# ---- comp_seq_nb ----
**comp_seq_nb: I/O pins on the die edge**

(6 px per um) Pins as bars across the die edge, other pins in grey.
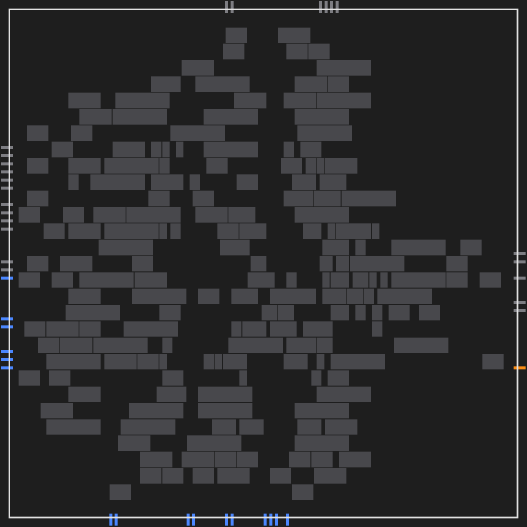

[config.mk]
export PLATFORM = sky130hd
export DESIGN_NAME = comp_seq_nb
export DESIGN_NICKNAME = d
export VERILOG_FILES = /design/src/rtl/comp_pkg.sv /design/src/rtl/comp_chunk.sv /design/src/rtl/comp_seq_nb.sv
export SDC_FILE = /design/constraint.sdc
export NUM_CORES = 1
export LEC_CHECK = 0
export CORE_UTILIZATION = 30
export DETAILED_ROUTE_END_ITERATION = 8
export HOLD_SLACK_MARGIN = 0.02
export PLACE_DENSITY = 0.54
export SLEW_MARGIN = 20
export SYNTH_ARGS = -nofsm -noshare
export SYNTH_HDL_FRONTEND = slang
export SYNTH_SLANG_ARGS = --single-unit
[constraint.sdc]
create_clock -name clk -period 5 [get_ports clk]
set_input_delay 0.5 -clock clk [delete_from_list [all_inputs] [get_ports clk]]
set_output_delay 0.5 -clock clk [all_outputs]
set_load 0.05 [all_outputs]
[src/rtl/comp_pkg.sv]
// Shared types and defaults for the chunked sequential magnitude comparator.
package comp_pkg;

  typedef enum logic {
    IDLE = 1'b0,
    CMP  = 1'b1
  } state_t;

  localparam int WIDTH_DEF = 16;
  localparam int CHUNK_DEF = 4;

  // Width of the chunk index; a single-chunk build still needs one bit.
  function automatic int idx_bits(input int n);
    return (n > 1) ? $clog2(n) : 1;
  endfunction

endpackage

[src/rtl/comp_chunk.sv]
// Combinational unsigned compare of one CHUNK-bit slice.
module comp_chunk #(
  parameter int CHUNK = 4
) (
  input  logic [CHUNK-1:0] x,
  input  logic [CHUNK-1:0] y,
  output logic             gt,
  output logic             lt
);

  assign gt = (x > y);
  assign lt = (x < y);

endmodule

[src/rtl/comp_seq_nb.sv]
// Sequential MSB-first comparator: one CHUNK slice per cycle, stops at the first unequal slice.
module comp_seq_nb
  import comp_pkg::*;
#(
  parameter int WIDTH       = WIDTH_DEF,
  parameter int CHUNK       = CHUNK_DEF,
  parameter bit SIGNED_MODE = 1'b0
) (
  input  logic             clk,
  input  logic             rst_n,
  input  logic             start,
  input  logic [WIDTH-1:0] a,
  input  logic [WIDTH-1:0] b,
  output logic             busy,
  output logic             done,
  output logic             aeb,
  output logic             agb,
  output logic             alb
);

  localparam int NCHUNK = WIDTH / CHUNK;
  localparam int IW     = idx_bits(NCHUNK);

  if (WIDTH < 4 || WIDTH > 64 || CHUNK < 1 || (WIDTH % CHUNK) != 0) begin : g_bad_params
    $error("comp_seq_nb: WIDTH must be 4..64 and a multiple of CHUNK");
  end

  // Flipping the sign bit maps two's-complement order onto unsigned order,
  // so it is applied once at latch time and only ever affects chunk 0.
  localparam logic [WIDTH-1:0] SIGN_MASK =
    SIGNED_MODE ? {1'b1, {(WIDTH-1){1'b0}}} : '0;

  state_t           state, state_nxt;
  logic [IW-1:0]    idx, idx_nxt;
  logic [WIDTH-1:0] a_q, b_q;
  logic [CHUNK-1:0] a_ch [NCHUNK];
  logic [CHUNK-1:0] b_ch [NCHUNK];
  logic [CHUNK-1:0] a_c, b_c;
  logic             gt, lt, last, load, done_nxt;
  logic             aeb_nxt, agb_nxt, alb_nxt;

  for (genvar i = 0; i < NCHUNK; i++) begin : g_slice
    assign a_ch[i] = a_q[WIDTH-1-i*CHUNK -: CHUNK];
    assign b_ch[i] = b_q[WIDTH-1-i*CHUNK -: CHUNK];
  end

  always_comb begin
    a_c = a_ch[0];
    b_c = b_ch[0];
    for (int i = 1; i < NCHUNK; i++) begin
      if (idx == IW'(i)) begin
        a_c = a_ch[i];
        b_c = b_ch[i];
      end
    end
  end

  comp_chunk #(.CHUNK(CHUNK)) u_chunk (
    .x  (a_c),
    .y  (b_c),
    .gt (gt),
    .lt (lt)
  );

  assign last = (idx == IW'(NCHUNK - 1));
  assign busy = (state == CMP);

  always_comb begin
    state_nxt = state;
    idx_nxt   = idx;
    load      = 1'b0;
    done_nxt  = 1'b0;
    aeb_nxt   = aeb;
    agb_nxt   = agb;
    alb_nxt   = alb;
    case (state)
      IDLE: begin
        if (start) begin
          state_nxt = CMP;
          idx_nxt   = '0;
          load      = 1'b1;
        end
      end
      CMP: begin
        if (gt || lt) begin
          aeb_nxt   = 1'b0;
          agb_nxt   = gt;
          alb_nxt   = lt;
          done_nxt  = 1'b1;
          state_nxt = IDLE;
          idx_nxt   = '0;
        end else if (last) begin
          aeb_nxt   = 1'b1;
          agb_nxt   = 1'b0;
          alb_nxt   = 1'b0;
          done_nxt  = 1'b1;
          state_nxt = IDLE;
          idx_nxt   = '0;
        end else begin
          idx_nxt = idx + IW'(1);
        end
      end
      default: state_nxt = IDLE;
    endcase
  end

  always_ff @(posedge clk or negedge rst_n) begin
    if (!rst_n) begin
      state <= IDLE;
      idx   <= '0;
      a_q   <= '0;
      b_q   <= '0;
      done  <= 1'b0;
      aeb   <= 1'b0;
      agb   <= 1'b0;
      alb   <= 1'b0;
    end else begin
      state <= state_nxt;
      idx   <= idx_nxt;
      if (load) begin
        a_q <= a ^ SIGN_MASK;
        b_q <= b ^ SIGN_MASK;
      end
      done <= done_nxt;
      aeb  <= aeb_nxt;
      agb  <= agb_nxt;
      alb  <= alb_nxt;
    end
  end

endmodule

# ---- mem_port_arbiter_flat ----
**config.mk**
```make
export PLATFORM = sky130hd
export DESIGN_NAME = mem_port_arbiter_flat
export DESIGN_NICKNAME = d
export VERILOG_FILES = /design/src/rtl/mem_port_arbiter_if.sv /design/src/rtl/mem_port_arbiter.sv /design/src/flat_wrapper.sv
export SDC_FILE = /design/constraint.sdc
export NUM_CORES = 1
export LEC_CHECK = 0
export CORE_MARGIN = 2
export CORE_UTILIZATION = 35
export CTS_CLUSTER_SIZE = 12
export DETAILED_ROUTE_END_ITERATION = 10
export MAX_ROUTING_LAYER = met4
export PLACE_DENSITY = 0.81
export SLEW_MARGIN = 30
export SYNTH_ARGS = -nofsm -noshare
export SYNTH_HDL_FRONTEND = slang
export SYNTH_SLANG_ARGS = --single-unit
```
**constraint.sdc**
```tcl
create_clock -name clk -period 1.9 [get_ports clk]
set_input_delay 0.38 -clock clk [delete_from_list [all_inputs] [get_ports clk]]
set_output_delay 0.38 -clock clk [all_outputs]
set_load 0.05 [all_outputs]
```
**src/rtl/mem_port_arbiter_if.sv**
```systemverilog
// Requester-side and memory-side bus of the shared memory port arbiter.
// slave is the arbiter view; master is the requesters plus memory.
interface mem_port_arbiter_if #(
  parameter int NUM_REQ = 4,
  parameter int ADDR_W  = 14,
  parameter int DATA_W  = 16
);
  localparam int IW = $clog2(NUM_REQ);

  logic [NUM_REQ-1:0]        req;
  logic [NUM_REQ-1:0]        we;
  logic [NUM_REQ*ADDR_W-1:0] addr;
  logic [NUM_REQ*DATA_W-1:0] wdata;
  logic [NUM_REQ-1:0]        resp;
  logic [NUM_REQ-1:0]        err;
  logic [DATA_W-1:0]         rdata;
  logic                      busy;
  logic [IW-1:0]             grant_id;
  logic                      mem_req;
  logic                      mem_we;
  logic [ADDR_W-1:0]         mem_addr;
  logic [DATA_W-1:0]         mem_wdata;
  logic                      mem_ready;
  logic [DATA_W-1:0]         mem_rdata;

  modport slave (
    input  req, we, addr, wdata,
    input  mem_ready, mem_rdata,
    output resp, err, rdata, busy, grant_id,
    output mem_req, mem_we, mem_addr, mem_wdata
  );

  modport master (
    output req, we, addr, wdata,
    output mem_ready, mem_rdata,
    input  resp, err, rdata, busy, grant_id,
    input  mem_req, mem_we, mem_addr, mem_wdata
  );
endinterface

```
**src/rtl/mem_port_arbiter.sv**
```systemverilog
// Round-robin arbiter sharing one memory port among NUM_REQ requesters.
// Define ARB_TIMEOUT_EN to abort accesses stalled for TIMEOUT cycles.
module mem_port_arbiter #(
  parameter int NUM_REQ = 4,
  parameter int ADDR_W  = 14,
  parameter int DATA_W  = 16,
  parameter int TIMEOUT = 64
) (
  input  logic clk,
  input  logic reset_n,
  mem_port_arbiter_if.slave bus
);
  localparam int IW = $clog2(NUM_REQ);

  if (NUM_REQ < 2 || NUM_REQ > 8 || TIMEOUT < 1) begin : g_bad_cfg
    $error("mem_port_arbiter: unsupported NUM_REQ/TIMEOUT");
  end

  typedef enum logic [1:0] {
    IDLE,
    BUS,
    DONE
  } state_t;

  state_t state, state_nx;

  logic [IW-1:0]      ptr;
  logic [IW-1:0]      gid;
  logic [IW-1:0]      pick;
  logic               hit;
  logic               mem_we_q;
  logic [ADDR_W-1:0]  mem_addr_q;
  logic [DATA_W-1:0]  mem_wdata_q;
  logic [DATA_W-1:0]  rdata_q;
  logic [NUM_REQ-1:0] gsel;
  logic               timed_out;

  // First requester at or after ptr, wrapping modulo NUM_REQ
  always_comb begin
    logic [IW:0]   sum;
    logic [IW-1:0] idx;
    pick = ptr;
    hit  = 1'b0;
    sum  = '0;
    idx  = '0;
    for (int i = 0; i < NUM_REQ; i++) begin
      sum = {1'b0, ptr} + (IW+1)'(i);
      if (sum >= (IW+1)'(NUM_REQ))
        sum = sum - (IW+1)'(NUM_REQ);
      idx = sum[IW-1:0];
      if (!hit && bus.req[idx]) begin
        hit  = 1'b1;
        pick = idx;
      end
    end
  end

  always_comb begin
    state_nx = state;
    unique case (state)
      IDLE:    if (hit) state_nx = BUS;
      BUS:     if (bus.mem_ready || timed_out)
                 state_nx = DONE;
      DONE:    state_nx = IDLE;
      default: state_nx = IDLE;
    endcase
  end

  always_ff @(posedge clk) begin
    if (!reset_n) state <= IDLE;
    else          state <= state_nx;
  end

  always_ff @(posedge clk) begin
    if (!reset_n) begin
      ptr         <= '0;
      gid         <= '0;
      mem_we_q    <= 1'b0;
      mem_addr_q  <= '0;
      mem_wdata_q <= '0;
      rdata_q     <= '0;
    end else begin
      if (state == IDLE && hit) begin
        gid         <= pick;
        mem_we_q    <= bus.we[pick];
        mem_addr_q  <= bus.addr[pick*ADDR_W +: ADDR_W];
        mem_wdata_q <= bus.wdata[pick*DATA_W +: DATA_W];
      end
      if (state == BUS && bus.mem_ready && !mem_we_q)
        rdata_q <= bus.mem_rdata;
      if (state == DONE)
        ptr <= (gid == IW'(NUM_REQ-1)) ? '0 : gid + 1'b1;
    end
  end

  assign gsel = NUM_REQ'(1) << gid;

`ifdef ARB_TIMEOUT_EN
  localparam int CW = $clog2(TIMEOUT+1);

  logic [CW-1:0] cnt;
  logic          err_q;

  // mem_ready in the final cycle still wins over the timeout
  assign timed_out = (state == BUS) && !bus.mem_ready &&
                     (cnt == CW'(TIMEOUT-1));

  always_ff @(posedge clk) begin
    if (!reset_n) begin
      cnt   <= '0;
      err_q <= 1'b0;
    end else begin
      if (state != BUS) cnt <= '0;
      else              cnt <= cnt + 1'b1;
      if (state == BUS) err_q <= timed_out;
    end
  end

  assign bus.err = (state == DONE && err_q) ? gsel : '0;
`else
  assign timed_out = 1'b0;
  assign bus.err   = '0;
`endif

  assign bus.resp      = (state == DONE) ? gsel : '0;
  assign bus.rdata     = rdata_q;
  assign bus.busy      = (state != IDLE);
  assign bus.grant_id  = gid;
  assign bus.mem_req   = (state == BUS);
  assign bus.mem_we    = mem_we_q;
  assign bus.mem_addr  = mem_addr_q;
  assign bus.mem_wdata = mem_wdata_q;
endmodule

```
**src/flat_wrapper.sv**
```systemverilog
// flat-port wrapper written by rule: the top's interface ports become plain ports
module mem_port_arbiter_flat 
#(
  parameter int NUM_REQ = 4,
  parameter int ADDR_W  = 14,
  parameter int DATA_W  = 16,
  parameter int TIMEOUT = 64
)
  (clk, reset_n, bus_req, bus_we, bus_addr, bus_wdata, bus_mem_ready, bus_mem_rdata, bus_resp, bus_err, bus_rdata, bus_busy, bus_grant_id, bus_mem_req, bus_mem_we, bus_mem_addr, bus_mem_wdata);
  mem_port_arbiter_if #(.NUM_REQ(NUM_REQ), .ADDR_W(ADDR_W), .DATA_W(DATA_W)) bus_i ();
  input  logic clk;
  input  logic reset_n;
  input wire logic [$bits(bus_i.req)-1:0] bus_req;
  input wire logic [$bits(bus_i.we)-1:0] bus_we;
  input wire logic [$bits(bus_i.addr)-1:0] bus_addr;
  input wire logic [$bits(bus_i.wdata)-1:0] bus_wdata;
  input wire logic [$bits(bus_i.mem_ready)-1:0] bus_mem_ready;
  input wire logic [$bits(bus_i.mem_rdata)-1:0] bus_mem_rdata;
  output wire logic [$bits(bus_i.resp)-1:0] bus_resp;
  output wire logic [$bits(bus_i.err)-1:0] bus_err;
  output wire logic [$bits(bus_i.rdata)-1:0] bus_rdata;
  output wire logic [$bits(bus_i.busy)-1:0] bus_busy;
  output wire logic [$bits(bus_i.grant_id)-1:0] bus_grant_id;
  output wire logic [$bits(bus_i.mem_req)-1:0] bus_mem_req;
  output wire logic [$bits(bus_i.mem_we)-1:0] bus_mem_we;
  output wire logic [$bits(bus_i.mem_addr)-1:0] bus_mem_addr;
  output wire logic [$bits(bus_i.mem_wdata)-1:0] bus_mem_wdata;
  assign bus_i.req = bus_req;
  assign bus_i.we = bus_we;
  assign bus_i.addr = bus_addr;
  assign bus_i.wdata = bus_wdata;
  assign bus_i.mem_ready = bus_mem_ready;
  assign bus_i.mem_rdata = bus_mem_rdata;
  assign bus_resp = bus_i.resp;
  assign bus_err = bus_i.err;
  assign bus_rdata = bus_i.rdata;
  assign bus_busy = bus_i.busy;
  assign bus_grant_id = bus_i.grant_id;
  assign bus_mem_req = bus_i.mem_req;
  assign bus_mem_we = bus_i.mem_we;
  assign bus_mem_addr = bus_i.mem_addr;
  assign bus_mem_wdata = bus_i.mem_wdata;
  mem_port_arbiter #(.NUM_REQ(NUM_REQ), .ADDR_W(ADDR_W), .DATA_W(DATA_W), .TIMEOUT(TIMEOUT)) u_core (.clk(clk), .reset_n(reset_n), .bus(bus_i));
endmodule
```
# ---- softmax_max_sub ----
### src/rtl/softmax_max_sub_pkg.sv
// ============================================================================
// Module   : star_softmax_pkg
// Purpose  : Shared widths, default geometry, FSM state type and saturation
//            limits for the softmax max-subtract stage.
// Revision : 1.0 - initial release
// ============================================================================
`default_nettype none

package star_softmax_pkg;

  localparam int DATA_W    = 32;
  localparam int LANES     = 8;
  localparam int BEATS_MAX = 8;

  // Subtraction is done one bit wider so overflow is visible before clamping
  localparam int EXT_W = DATA_W + 1;

  localparam logic [DATA_W-1:0] SAT_MAX = {1'b0, {(DATA_W-1){1'b1}}};
  localparam logic [DATA_W-1:0] SAT_MIN = {1'b1, {(DATA_W-1){1'b0}}};

  typedef enum logic [0:0] {
    FILL  = 1'b0,
    DRAIN = 1'b1
  } state_t;

endpackage

`default_nettype wire

### src/rtl/softmax_max_sub_sat_sub32.sv
// ============================================================================
// Module   : sat_sub32
// Purpose  : One lane of y = sat32(a - b), both operands signed 32-bit.
// Revision : 1.0 - initial release
// ============================================================================
`default_nettype none

module sat_sub32
  import star_softmax_pkg::*;
(
  input  logic [DATA_W-1:0] a,
  input  logic [DATA_W-1:0] b,
  output logic [DATA_W-1:0] y
);

  logic [EXT_W-1:0] diff;

  assign diff = {a[DATA_W-1], a} - {b[DATA_W-1], b};

  // Clamp when the two top bits of the wide difference disagree
  always_comb begin
    if (diff[EXT_W-1] != diff[EXT_W-2]) begin
      y = diff[EXT_W-1] ? SAT_MIN : SAT_MAX;
    end else begin
      y = diff[DATA_W-1:0];
    end
  end

endmodule

`default_nettype wire

### src/rtl/softmax_max_sub.sv
// ============================================================================
// Module   : softmax_max_sub
// Purpose  : Buffers one row of signed elements while tracking its maximum,
//            then replays the row with the maximum subtracted (saturated).
// Revision : 1.0 - initial release
// ============================================================================
`default_nettype none

module softmax_max_sub #(
  parameter int LANES     = star_softmax_pkg::LANES,
  parameter int BEATS_MAX = star_softmax_pkg::BEATS_MAX
) (
  input  logic                                   clk,
  input  logic                                   rst,
  input  logic                                   in_valid,
  output logic                                   in_ready,
  input  logic [LANES*star_softmax_pkg::DATA_W-1:0] in_data,
  input  logic [star_softmax_pkg::DATA_W-1:0]     in_beat_max,
  input  logic                                   in_last,
  output logic                                   out_valid,
  input  logic                                   out_ready,
  output logic [LANES*star_softmax_pkg::DATA_W-1:0] out_data,
  output logic                                   out_last,
  output logic [star_softmax_pkg::DATA_W-1:0]     out_max,
  output logic                                   ovf_err
);

  import star_softmax_pkg::*;

  localparam int CNT_W = $clog2(BEATS_MAX + 1);
  localparam int IDX_W = (BEATS_MAX > 1) ? $clog2(BEATS_MAX) : 1;
  localparam int ROW_W = LANES * DATA_W;
  localparam logic [CNT_W-1:0] CNT_ONE  = CNT_W'(1);
  localparam logic [CNT_W-1:0] CNT_FULL = CNT_W'(BEATS_MAX - 1);

  state_t             state;
  state_t             state_nxt;
  logic [CNT_W-1:0]   wr_cnt;
  logic [CNT_W-1:0]   rd_cnt;
  logic [DATA_W-1:0]  run_max;
  logic [ROW_W-1:0]   row_buf [BEATS_MAX];
  logic [ROW_W-1:0]   rd_row;
  logic [ROW_W-1:0]   sub_row;
  logic               in_fire;
  logic               out_fire;
  logic               row_end;
  logic               last_rd;

  assign in_fire  = in_valid  && (state == FILL);
  assign out_fire = out_ready && (state == DRAIN);
  assign row_end  = in_fire && (in_last || (wr_cnt == CNT_FULL));
  assign last_rd  = (rd_cnt == (wr_cnt - CNT_ONE));
  assign rd_row   = row_buf[rd_cnt[IDX_W-1:0]];

  // State register
  always_ff @(posedge clk or posedge rst) begin
    if (rst) begin
      state <= FILL;
    end else begin
      state <= state_nxt;
    end
  end

  // Next state: close the row on last/full, reopen after the final output
  always_comb begin
    state_nxt = state;
    case (state)
      FILL:    if (row_end)              state_nxt = DRAIN;
      DRAIN:   if (out_fire && last_rd)  state_nxt = FILL;
      default:                           state_nxt = FILL;
    endcase
  end

  // Handshake outputs follow the phase only, never out_ready
  always_comb begin
    in_ready  = (state == FILL);
    out_valid = (state == DRAIN);
    out_last  = (state == DRAIN) && last_rd;
  end

  // Counters, running maximum and sticky overrun flag
  always_ff @(posedge clk or posedge rst) begin
    if (rst) begin
      wr_cnt  <= '0;
      rd_cnt  <= '0;
      run_max <= '0;
      ovf_err <= 1'b0;
    end else begin
      if (in_fire) begin
        wr_cnt <= wr_cnt + CNT_ONE;
        if ((wr_cnt == '0) || ($signed(in_beat_max) > $signed(run_max))) begin
          run_max <= in_beat_max;
        end
        if ((wr_cnt == CNT_FULL) && !in_last) begin
          ovf_err <= 1'b1;
        end
      end
      if (out_fire) begin
        if (last_rd) begin
          wr_cnt <= '0;
          rd_cnt <= '0;
        end else begin
          rd_cnt <= rd_cnt + CNT_ONE;
        end
      end
    end
  end

  // Row storage; contents are don't-care until written so no reset
  always_ff @(posedge clk) begin
    if (in_fire) begin
      row_buf[wr_cnt[IDX_W-1:0]] <= in_data;
    end
  end

  generate
    for (genvar i = 0; i < LANES; i++) begin : g_lane
      sat_sub32 u_sat (
        .a (rd_row[i*DATA_W +: DATA_W]),
        .b (run_max),
        .y (sub_row[i*DATA_W +: DATA_W])
      );
    end
  endgenerate

  // Data is forced to zero outside DRAIN so idle outputs are deterministic
  assign out_data = (state == DRAIN) ? sub_row : '0;
  assign out_max  = run_max;

endmodule

`default_nettype wire

### config.mk
export PLATFORM = sky130hd
export DESIGN_NAME = softmax_max_sub
export DESIGN_NICKNAME = d
export VERILOG_FILES = /design/src/rtl/softmax_max_sub_pkg.sv /design/src/rtl/softmax_max_sub_sat_sub32.sv /design/src/rtl/softmax_max_sub.sv
export SDC_FILE = /design/constraint.sdc
export NUM_CORES = 2
export LEC_CHECK = 0
export ABC_CLOCK_PERIOD_IN_PS = 32700
export CAP_MARGIN = 5
export CORE_UTILIZATION = 60
export DETAILED_ROUTE_END_ITERATION = 12
export GPL_TIMING_DRIVEN = 0
export MAX_ROUTING_LAYER = met4
export PLACE_DENSITY_LB_ADDON = 0.3
export SLEW_MARGIN = 20
export SYNTH_ARGS = -nofsm -noshare
export SYNTH_HDL_FRONTEND = slang
export SYNTH_SLANG_ARGS = --single-unit
### constraint.sdc
create_clock -name clk -period 32.7 [get_ports clk]
set_input_delay 3.27 -clock clk [delete_from_list [all_inputs] [get_ports clk]]
set_output_delay 3.27 -clock clk [all_outputs]
set_load 0.005 [all_outputs]
# ---- boreal_vns_stim_ctrl ----
## src/rtl/boreal_vns_pkg.sv

```systemverilog
// Shared types and field widths for the VNS biphasic pulse-train controller.
// Optional soft-start ramp is selected with BOREAL_VNS_RAMP_EN (see top).
package boreal_vns_pkg;

   typedef enum logic [2:0] {
      IDLE    = 3'd0,
      CATH    = 3'd1,
      GAP     = 3'd2,
      ANOD    = 3'd3,
      REST    = 3'd4,
      LOCKOUT = 3'd5
   } state_t;

   localparam int AMP_W_DEF      = 12;
   localparam int PHASE_W        = 16;
   localparam int GAP_W          = 8;
   localparam int PERIOD_W       = 16;
   localparam int COUNT_W        = 8;
   localparam int REST_W         = 18;
   localparam int LOCKOUT_US_DEF = 2_000_000;
   // Microsecond counter must cover both the longest phase and the lockout quiet time.
   localparam int US_CNT_W       = 24;

endpackage

```

## src/rtl/boreal_us_tick.sv

```systemverilog
// Microsecond prescaler: tick is high on the last clock of each TICK_DIV-clock
// interval; restart realigns the interval to the following clock.
module boreal_us_tick #(
   parameter int TICK_DIV = 100
) (
   input  logic clk,
   input  logic rst_n,
   input  logic restart,
   output logic tick
);

   localparam int CW = (TICK_DIV > 1) ? $clog2(TICK_DIV) : 1;

   logic [CW-1:0] cnt_reg;

   assign tick = (cnt_reg == CW'(TICK_DIV - 1));

   always_ff @(posedge clk or negedge rst_n) begin
      if (!rst_n) begin
         cnt_reg <= '0;
      end else if (restart || tick) begin
         cnt_reg <= '0;
      end else begin
         cnt_reg <= cnt_reg + 1'b1;
      end
   end

endmodule

```

## src/rtl/boreal_vns_stim_ctrl.sv

```systemverilog
// VNS pulse-train controller: req/ack intake, charge-balanced biphasic trains,
// AD-guard lockout. Define BOREAL_VNS_RAMP_EN for soft-start amplitude.
module boreal_vns_stim_ctrl
   import boreal_vns_pkg::*;
#(
   parameter int TICK_DIV   = 100,
   parameter int AMP_W      = AMP_W_DEF,
   parameter int LOCKOUT_US = LOCKOUT_US_DEF
) (
   input  logic                clk,
   input  logic                rst_n,
   input  logic                stim_req,
   output logic                stim_ack,
   input  logic [AMP_W-1:0]    amp_code,
   input  logic [PHASE_W-1:0]  phase_us,
   input  logic [GAP_W-1:0]    interphase_us,
   input  logic [PERIOD_W-1:0] period_us,
   input  logic [COUNT_W-1:0]  n_pulses,
   input  logic                ad_guard_active,
   output logic                dac_en,
   output logic                dac_polarity,
   output logic [AMP_W-1:0]    dac_code,
   output logic                stim_busy,
   output logic                lockout,
   output logic                abort_pulse
);

   state_t               state_reg, state_next;
   logic [AMP_W-1:0]     amp_reg, amp_next;
   logic [PHASE_W-1:0]   phase_reg;
   logic [PHASE_W-1:0]   anod_reg, anod_next;
   logic [GAP_W-1:0]     gap_reg;
   logic [REST_W-1:0]    rest_reg, rest_calc, active_us;
   logic [COUNT_W-1:0]   npulse_reg;
   logic [COUNT_W-1:0]   pcnt_reg, pcnt_next;
   logic [US_CNT_W-1:0]  us_cnt_reg, us_elapsed;
   logic                 guard_seen_reg, guard_seen_next;
   logic                 accept, abort_next, params_ok, in_train;
   logic                 tick, restart, dac_on;
   logic                 cath_done, gap_done, anod_done, rest_done, quiet_done;
   logic [AMP_W-1:0]     code_next;

`ifdef BOREAL_VNS_RAMP_EN
   function automatic logic [AMP_W-1:0] ramp_code(input logic [AMP_W-1:0] amp,
                                                  input logic [COUNT_W-1:0] k);
      case (k)
         COUNT_W'(0): ramp_code = amp >> 2;
         COUNT_W'(1): ramp_code = amp >> 1;
         COUNT_W'(2): ramp_code = amp - (amp >> 2);
         default:     ramp_code = amp;
      endcase
   endfunction
`endif

   // Quiet time is measured from the last guard-high clock, so the guard also realigns the prescaler.
   assign restart = (state_next != state_reg) || ((state_reg == LOCKOUT) && ad_guard_active);

   boreal_us_tick #(.TICK_DIV(TICK_DIV)) u_tick (
      .clk     (clk),
      .rst_n   (rst_n),
      .restart (restart),
      .tick    (tick)
   );

   assign us_elapsed = us_cnt_reg + 1'b1;
   assign cath_done  = tick && (us_elapsed == US_CNT_W'(phase_reg));
   assign gap_done   = tick && (us_elapsed == US_CNT_W'(gap_reg));
   assign anod_done  = tick && (us_elapsed == US_CNT_W'(anod_reg));
   assign rest_done  = tick && (us_elapsed == US_CNT_W'(rest_reg));
   assign quiet_done = tick && (us_elapsed == US_CNT_W'(LOCKOUT_US));

   assign params_ok = (n_pulses != '0) && (phase_us != '0) && (amp_code != '0);
   assign active_us = {1'b0, phase_us, 1'b0} + REST_W'(interphase_us);
   assign rest_calc = ({2'b00, period_us} > active_us) ? ({2'b00, period_us} - active_us) : '0;
   assign in_train  = (state_reg == CATH) || (state_reg == GAP) ||
                      (state_reg == ANOD) || (state_reg == REST);

   always_comb begin
      state_next      = state_reg;
      accept          = 1'b0;
      abort_next      = 1'b0;
      guard_seen_next = guard_seen_reg;
      pcnt_next       = pcnt_reg;
      anod_next       = anod_reg;

      if (in_train && ad_guard_active) begin
         guard_seen_next = 1'b1;
         abort_next      = !guard_seen_reg;
      end

      case (state_reg)
         IDLE: begin
            if (ad_guard_active) begin
               state_next = LOCKOUT;
            end else if (stim_req) begin
               accept    = 1'b1;
               pcnt_next = '0;
               anod_next = phase_us;
               if (params_ok) state_next = CATH;
            end
         end
         CATH: begin
            // A cut-short cathodic phase is mirrored by an equally short anodic one.
            if (ad_guard_active || cath_done) begin
               if (ad_guard_active) anod_next = PHASE_W'(us_elapsed);
               state_next = (gap_reg == '0) ? ANOD : GAP;
            end
         end
         GAP: begin
            if (gap_done) state_next = ANOD;
         end
         ANOD: begin
            if (anod_done) begin
               pcnt_next = pcnt_reg + 1'b1;
               if (guard_seen_reg || ad_guard_active) state_next = LOCKOUT;
               else if (pcnt_next == npulse_reg)      state_next = IDLE;
               else if (rest_reg == '0)               state_next = CATH;
               else                                   state_next = REST;
            end
         end
         REST: begin
            if (ad_guard_active)  state_next = LOCKOUT;
            else if (rest_done)   state_next = CATH;
         end
         LOCKOUT: begin
            if (!ad_guard_active && quiet_done) state_next = IDLE;
         end
         default: state_next = IDLE;
      endcase

      if ((state_next == IDLE) || (state_next == LOCKOUT)) guard_seen_next = 1'b0;
   end

   assign amp_next = accept ? amp_code : amp_reg;
   assign dac_on   = (state_next == CATH) || (state_next == ANOD);
`ifdef BOREAL_VNS_RAMP_EN
   assign code_next = dac_on ? ramp_code(amp_next, pcnt_next) : '0;
`else
   assign code_next = dac_on ? amp_next : '0;
`endif

   always_ff @(posedge clk or negedge rst_n) begin
      if (!rst_n) begin
         state_reg      <= IDLE;
         amp_reg        <= '0;
         phase_reg      <= '0;
         anod_reg       <= '0;
         gap_reg        <= '0;
         rest_reg       <= '0;
         npulse_reg     <= '0;
         pcnt_reg       <= '0;
         us_cnt_reg     <= '0;
         guard_seen_reg <= 1'b0;
         stim_ack       <= 1'b0;
         dac_en         <= 1'b0;
         dac_polarity   <= 1'b0;
         dac_code       <= '0;
         stim_busy      <= 1'b0;
         lockout        <= 1'b0;
         abort_pulse    <= 1'b0;
      end else begin
         state_reg      <= state_next;
         amp_reg        <= amp_next;
         anod_reg       <= anod_next;
         pcnt_reg       <= pcnt_next;
         guard_seen_reg <= guard_seen_next;
         if (accept) begin
            phase_reg  <= phase_us;
            gap_reg    <= interphase_us;
            rest_reg   <= rest_calc;
            npulse_reg <= n_pulses;
         end
         if (restart)   us_cnt_reg <= '0;
         else if (tick) us_cnt_reg <= us_cnt_reg + 1'b1;
         stim_ack     <= accept;
         abort_pulse  <= abort_next;
         dac_en       <= dac_on;
         dac_polarity <= (state_next == ANOD);
         dac_code     <= code_next;
         stim_busy    <= (state_next == CATH) || (state_next == GAP) ||
                         (state_next == ANOD) || (state_next == REST);
         lockout      <= (state_next == LOCKOUT);
      end
   end

endmodule

```

## config.mk

```make
export PLATFORM = sky130hd
export DESIGN_NAME = boreal_vns_stim_ctrl
export DESIGN_NICKNAME = d
export VERILOG_FILES = /design/src/rtl/boreal_vns_pkg.sv /design/src/rtl/boreal_us_tick.sv /design/src/rtl/boreal_vns_stim_ctrl.sv
export SDC_FILE = /design/constraint.sdc
export NUM_CORES = 1
export LEC_CHECK = 0
export CAP_MARGIN = 10
export CORE_MARGIN = 5
export CORE_UTILIZATION = 50
export DETAILED_ROUTE_END_ITERATION = 10
export PLACE_DENSITY = 0.7
export SETUP_SLACK_MARGIN = 0.05
export SYNTH_ARGS = -nofsm -noshare
export SYNTH_HDL_FRONTEND = slang
export SYNTH_HIERARCHICAL = 1
export SYNTH_SLANG_ARGS = --single-unit
export TNS_END_PERCENT = 30
```

## constraint.sdc

```tcl
create_clock -name clk -period 5.4 [get_ports clk]
set_input_delay 1.08 -clock clk [delete_from_list [all_inputs] [get_ports clk]]
set_output_delay 1.08 -clock clk [all_outputs]
set_load 0.05 [all_outputs]
```

**boreal_vns_stim_ctrl: I/O pins on the die edge**

(3 px per um) Pins as bars across the die edge, other pins in grey.
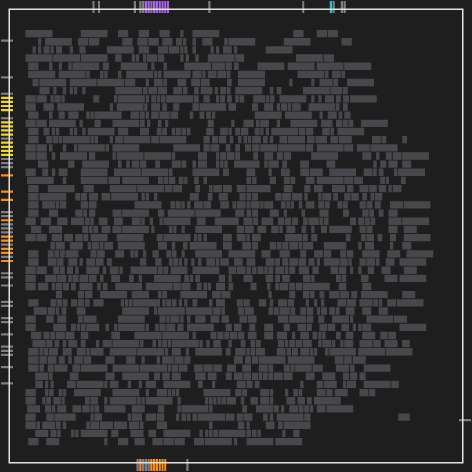
colour	port	pins	direction	edge
yellow	amp_code	12	input	left
orange	phase_us	16	input	9 left, 7 bottom
cyan	stim_busy	1	output	top
purple	n_pulses	8	input	top

==> reports/qor.yml, boreal_vns_stim_ctrl <==
syn-cell-area_sq_um: 9890
mostFrequentLayoutCell: "nand2_1"
critPathBufInv: 2
drcViolationCount: 0
rr_startpoint: "us_cnt_reg[1]"
xor_share_pct: 11.9
first_global_vias: 8494
layout_top_cells: "nand2_1 (208), dfrtp_1 (139), xnor2_1 (82)"
cp.required_ns: 5.71
grt_max_degree: 62
yosysChipArea_sq_um: 9890
common_cells: "nand2_1 (209), dfrtp_1 (139), xnor2_1 (82), nor2_1 (73), o21ai_0 (58)"
status: "completed"
boreal_vns_stim_ctrl: through the flow:
step | setup TNS, ns | std cells | hold WS (ns)
floorplan | 0 | 1172 | 0.432
global placement | 0 | 1485 | 0.446
detailed placement | -0.593 | 1485 | 0.453
CTS | 0 | 1517 | 0.467
global route | 0 | 1517 | 0.490
finish | 0 | 1517 | 0.469
boreal_vns_stim_ctrl: layout make-up:
cell class                 count  area, sq um  share of cell area (%)
multi-input combinational    926         5990                    51.4
tap                          265          332                    2.85
clock inverter                15          194                    1.67
clock buffer                  17          425                    3.65
sequential                   139         3480                    29.9
inverter                      37          139                    1.19
timing repair buffer         118         1090                    9.36
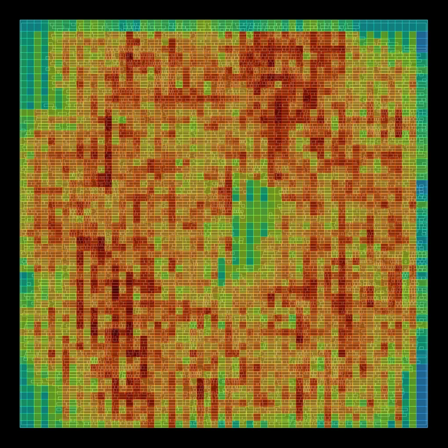
**Above:** softmax_max_sub (routing congestion).
total track usage: 35.8%
fin util: 72.9%
met3 Use GR: 9.85%

**softmax_max_sub: signal wires on met3**

(1 px per um)
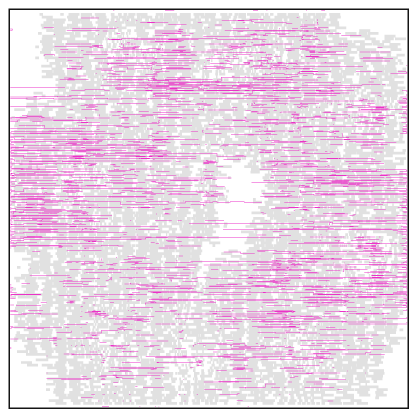
share of all routed wire	12%
nets with wire on the layer	1187
wire length on this layer	32.0 mm
main direction	horizontal
longest straight run	197 um

==> reports/qor.yml, softmax_max_sub <==
cp-endpoint: "out_data[144]"
edf_count: 2048
antenna_left: 0
status: "completed"
seq_cell_count: 2090
gp_congestion: 0.942
route.met2.wl_mm: 129
nClkBuffers: 253
diodes: 92
synthesis.nets: 5876
r2r_cells: 12
critical_path_depth: 24
synthDistinctLibCells: 92
wl_per_cell_um: 31.8
rows: 144
yosysChipArea_sq_um: 93800
placed_cell_area_sq_um: 106000
dominant-cell-class: "sequential cells"
async_flop_share_pct: 2.01
synthSimpleGateAreaFrac_pct: 2.80
synthCells: 5263
first_iter_violations: 7031
core_sq_um: 155000
antenna_found_initial: 79
drv_slew: 0
area_delta_synth_final_pct: 20.1
nonClkBufAreaFrac_pct: 8.97
synth_seq_share_pct: 66.7
skew_ns: 0.0245
crit_start: "rd_cnt[0]"
r2r-end: "out_max[8]"
cts_setup_buffers: 0
inverters_excl_clock: 108
met2_usage_pct: 53.6
crit_fanout: 10
chipArea_sq_um: 158000
first_global_vias: 55620
layout_top_cells: "edfxtp_1 (2048), clkdlybuf4s50_1 (584), mux4_2 (512)"
rsz0062_at_grt: "no"
syn_avg_cell_area_sq_um: 17.8
synth.yosys.warnings: 0
## softmax_max_sub: how the worst min path moves through the flow
stage                     startpoint      end  slack (ns)  cells after the start
after floorplan              ovf_err  ovf_err        0.46                      1
after global placement       ovf_err  ovf_err        0.46                      1
after detailed placement     ovf_err  ovf_err        0.47                      1
after CTS                    ovf_err  ovf_err        0.48                      1
after global routing         ovf_err  ovf_err        0.49                      1
final                        ovf_err  ovf_err        0.49                      1
## softmax_max_sub: sequential cells by signal (all words and copies together) (netlist names)
name,count
wr_cnt,4
row_buf,2048
rd_cnt,4
out_max,32
out_valid,1
ovf_err,1
## softmax_max_sub: through the flow
step / worst slack (ns) / cells
3_3_place_gp: -22.18 / 7891
2_1_floorplan: 3.76 / 5263
6_report: 19.64 / 8664
4_1_cts: 19.41 / 8571
3_5_place_dp: 20.32 / 8182
5_1_grt: 19.24 / 8644
**comp_seq_nb: routing congestion**

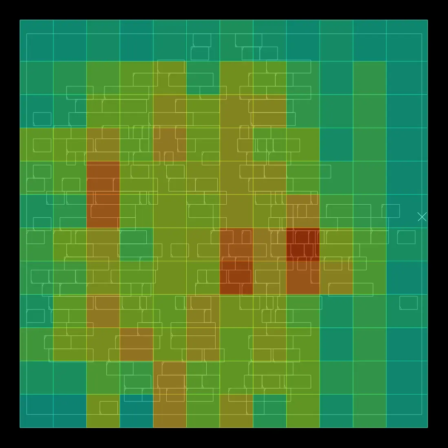
fin util: 39.4%
met3 Use GR: 3.74%
grt peak-use layer: met2
total track usage: 12.0%

Notes on 'I/O pins on the die edge' of comp_seq_nb above:
colour	port	pins	direction	edge
blue	a	16	input	10 bottom, 6 left
orange	start	1	input	right
all pins by edge	18 left, 10 bottom, 6 right, 6 top

==> reports/qor.yml, comp_seq_nb <==
violations: "design-rule violations"
r2r-end: "idx[0]"
drt_first_pass_iters: 6
finalHoldViolations: 0
aoi_share_pct: 7.24
mux_share_pct: 31.1
drcViolationCount: 2
finalSetupViolations: 0
fp_util_pct: 31.6
area_delta_synth_final_pct: 24.8
status: "complete, but fails checks"
ys_seq_elements: 39
drv_slew: 0
path_clk_slew_ns: 0.07
rows: 29
async_flop_share_pct: 100
final-seq-area_sq_um: 976
[comp_seq_nb: critical path: stages, from the launching register on]
cell and delay, ns:
dfrtp_1 0.40, inv_1 0.08, ha_1 0.46, mux2i_1 0.26, o21ai_0 0.09, mux2_2 0.28
ha_1 0.31, nand4_2 0.18, or4_4 0.46, o32ai_2 0.10
[comp_seq_nb: sequential cells by signal, summed over array words and instances (netlist names)]
signal	count
a_ch	16
b_ch	16
idx	2
aeb	1
agb	1
alb	1
busy	1
done	1
[comp_seq_nb: layer usage]
metal	vias to the layer above	wire length, um	GRT usage [%]
met5	-	0	0
met1	587	1820	15.5
met4	0	59	5.24
li1	594	-	-
met3	7	178	3.74
met2	29	1760	18.6
[comp_seq_nb: stage by stage]
step / utilization [%]
floorplan: -
global placement: 38.1
detailed placement: 38.1
CTS: 39.4
global route: 39.4
finish: 39.4
**mem_port_arbiter_flat: I/O pins on the die edge**

(4 px per um) Pins as bars across the die edge, other pins in grey.
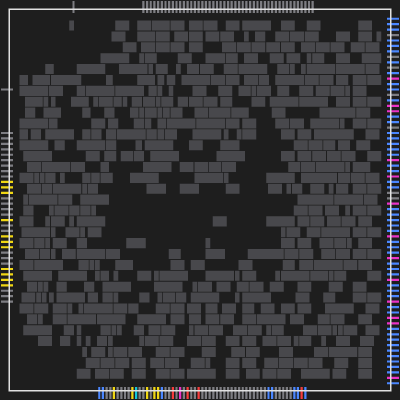
colour	port	pins	direction	edge
cyan	bus_mem_we	1	output	bottom
yellow	bus_rdata	16	output	11 left, 5 bottom
magenta	bus_mem_addr	14	output	13 right, 1 bottom
red	bus_we	4	input	bottom
blue	bus_addr	56	input	48 right, 8 bottom
all pins by edge	68 right, 57 bottom, 48 top, 33 left

==> reports/qor.yml, mem_port_arbiter_flat <==
status: "completed"
layout_top_cells: "clkdlybuf4s50_1 (177), nand2_1 (66), mux2i_1 (63)"
cp-start-kind: "register"
syn-cell-area_sq_um: 2900
period_minus_slack_ns: 1.87
dominant-cell-class: "non-clock buffers"
gp_congestion: 0.788
drcViolationCount: 0
whs_ns: 0.466
final_util_pct: 65.0
fin_crit_sh_pct: 98.3
vias: 3035
rsz0062_at_grt: "no"
cts_buffers: 5
nClkBuffers: 7
grt_use_met1_pct: 23.9
cp-endpoint: "bus_mem_wdata[14]"
slew_headroom_pct: 64.4
holdBufCountCts: 0
antenna_found_initial: 0
tightest_slew_ns: 0.533
cp.required_ns: 1.52
synth.yosys.warnings: 0
dr.max_layer_used: "met4"
diodes: 0
syn_avg_cell_area_sq_um: 9.63
n_tap_cell: 105
hpwlAfterDp_mm: 7.51
final-seq-area_sq_um: 1060
route.met2.wl_mm: 5.26
mem_port_arbiter_flat: metrics by stage:
| stage | setup WS (ns) | instance area (sq um) | std cells | setup TNS [ns] |
|---|---|---|---|---|
| after floorplan | 0.0932 | 2910 | 304 | 0 |
| after global placement | -0.302 | 5020 | 601 | -7.71 |
| after detailed placement | -0.391 | 5020 | 601 | -9.25 |
| after CTS | -0.0307 | 5140 | 610 | -0.279 |
| after global routing | 0.000981 | 5290 | 615 | 0 |
| final | 0.0318 | 5290 | 615 | 0 |
mem_port_arbiter_flat: synthesized netlist by cell type, drive strengths merged, types with 2 or more instances:
cell type / n / share of area [%]
a21boi: 16 / 4.1
a21oi: 3 / 0.52
and2: 4 / 0.86
buf: 20 / 7.4
clkbuf: 4 / 0.52
dfxtp: 53 / 37
ha: 4 / 1.7
inv: 4 / 0.52
mux2i: 65 / 22
nand2: 66 / 8.5
nor2: 5 / 0.73
nor2b: 10 / 2.2
o21ai: 4 / 0.69
o221ai: 31 / 9.4
or2: 2 / 0.43

==> notes/layouts.md <==
Pictures saved along the way, in no particular order.

The metal 2 layer.
shot_01.png
(1 px per um)
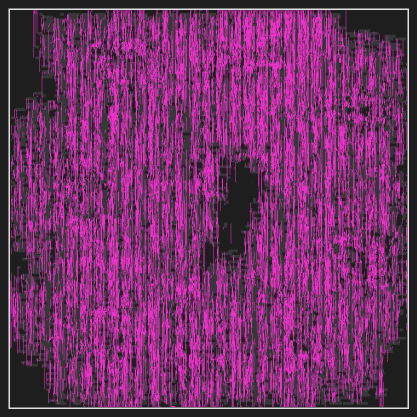
shot_02.png
(3 px per um)
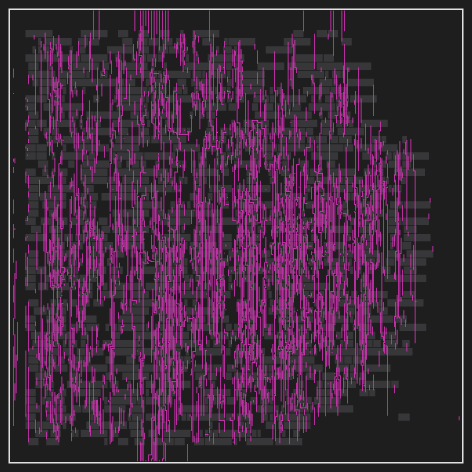
shot_03.png
(4 px per um)
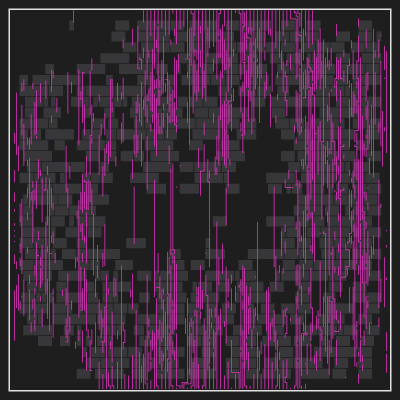
shot_04.png
(6 px per um)
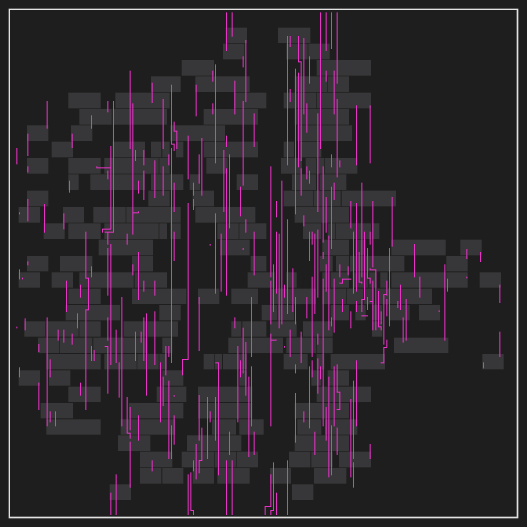
- shot_02.png = boreal_vns_stim_ctrl
- shot_01.png = softmax_max_sub
- shot_04.png = comp_seq_nb
- shot_03.png = mem_port_arbiter_flat
Of these, smallest die: shot_04.png



==> screenshots <==
Signal wires on met3.
panel A
(4 px per um)
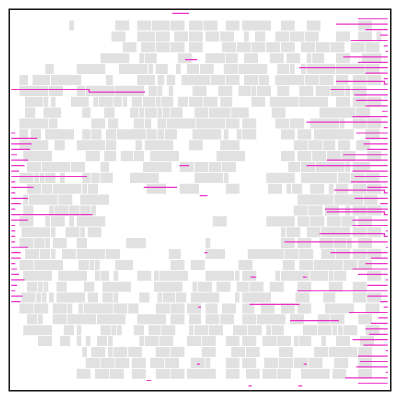
panel B
(3 px per um)
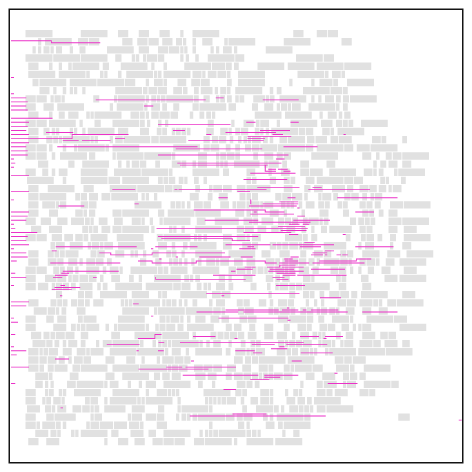
panel C
(6 px per um)
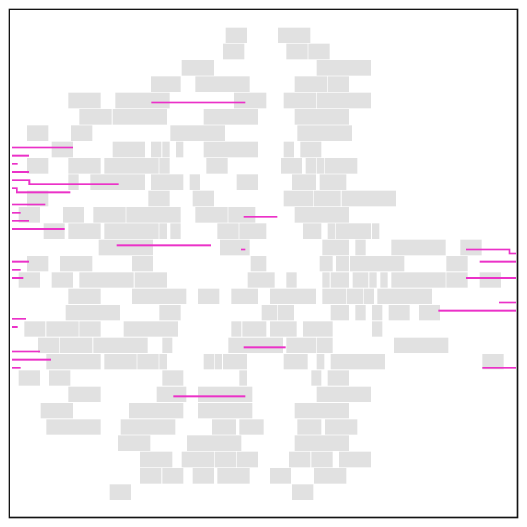
The one with the smallest die is panel C.
The one with the largest die is panel B.
boreal_vns_stim_ctrl is panel B.
comp_seq_nb is panel C.
mem_port_arbiter_flat is panel A.

Key to panel C:
wire length on this layer	179 um
main direction	horizontal
longest straight run	15.4 um
share of all routed wire	4.7%


==> layout pictures side by side <==
Wire density map.
Plate I
(2 px per um) 30 x 30 tiles, from dark blue (low) to red (high), scaled to the fullest tile. Values are wire area over tile area, all layers added.
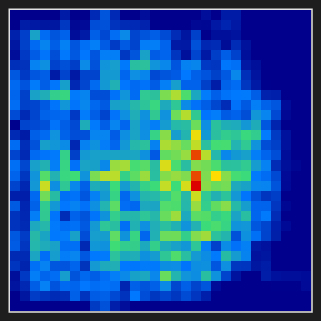
Plate II
(4 px per um) 17 x 17 tiles, from dark blue (low) to red (high), scaled to the fullest tile. Values are wire area over tile area, all layers added.
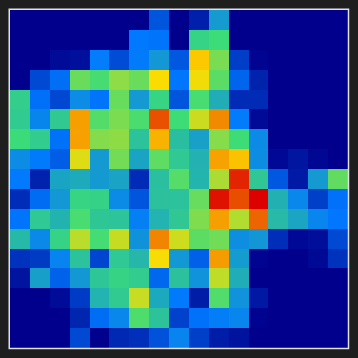
Plate III
(4 px per um) 19 x 19 tiles, from dark blue (low) to red (high), scaled to the fullest tile. Values are wire area over tile area, all layers added.
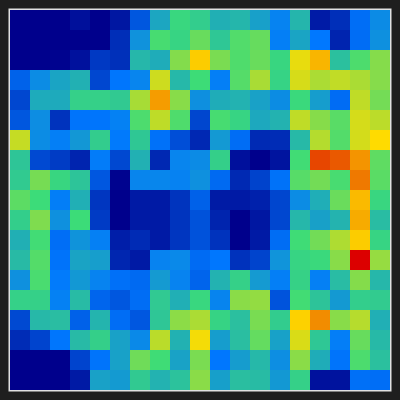
Plate IV
(1 px per um) 40 x 40 tiles, from dark blue (low) to red (high), scaled to the fullest tile. Values are wire area over tile area, all layers added.
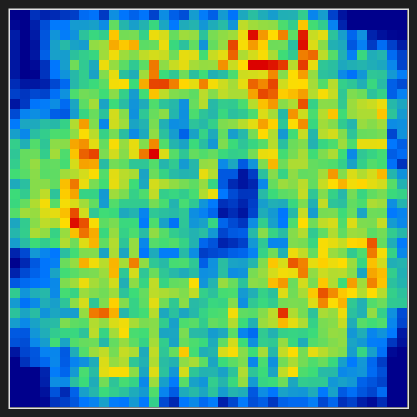
Plate II -> comp_seq_nb
Plate IV -> softmax_max_sub
Plate III -> mem_port_arbiter_flat
Plate I -> boreal_vns_stim_ctrl

Key to Plate IV:
nearly empty tiles	3.2%
mean over tiles	0.30
fullest tile	0.64

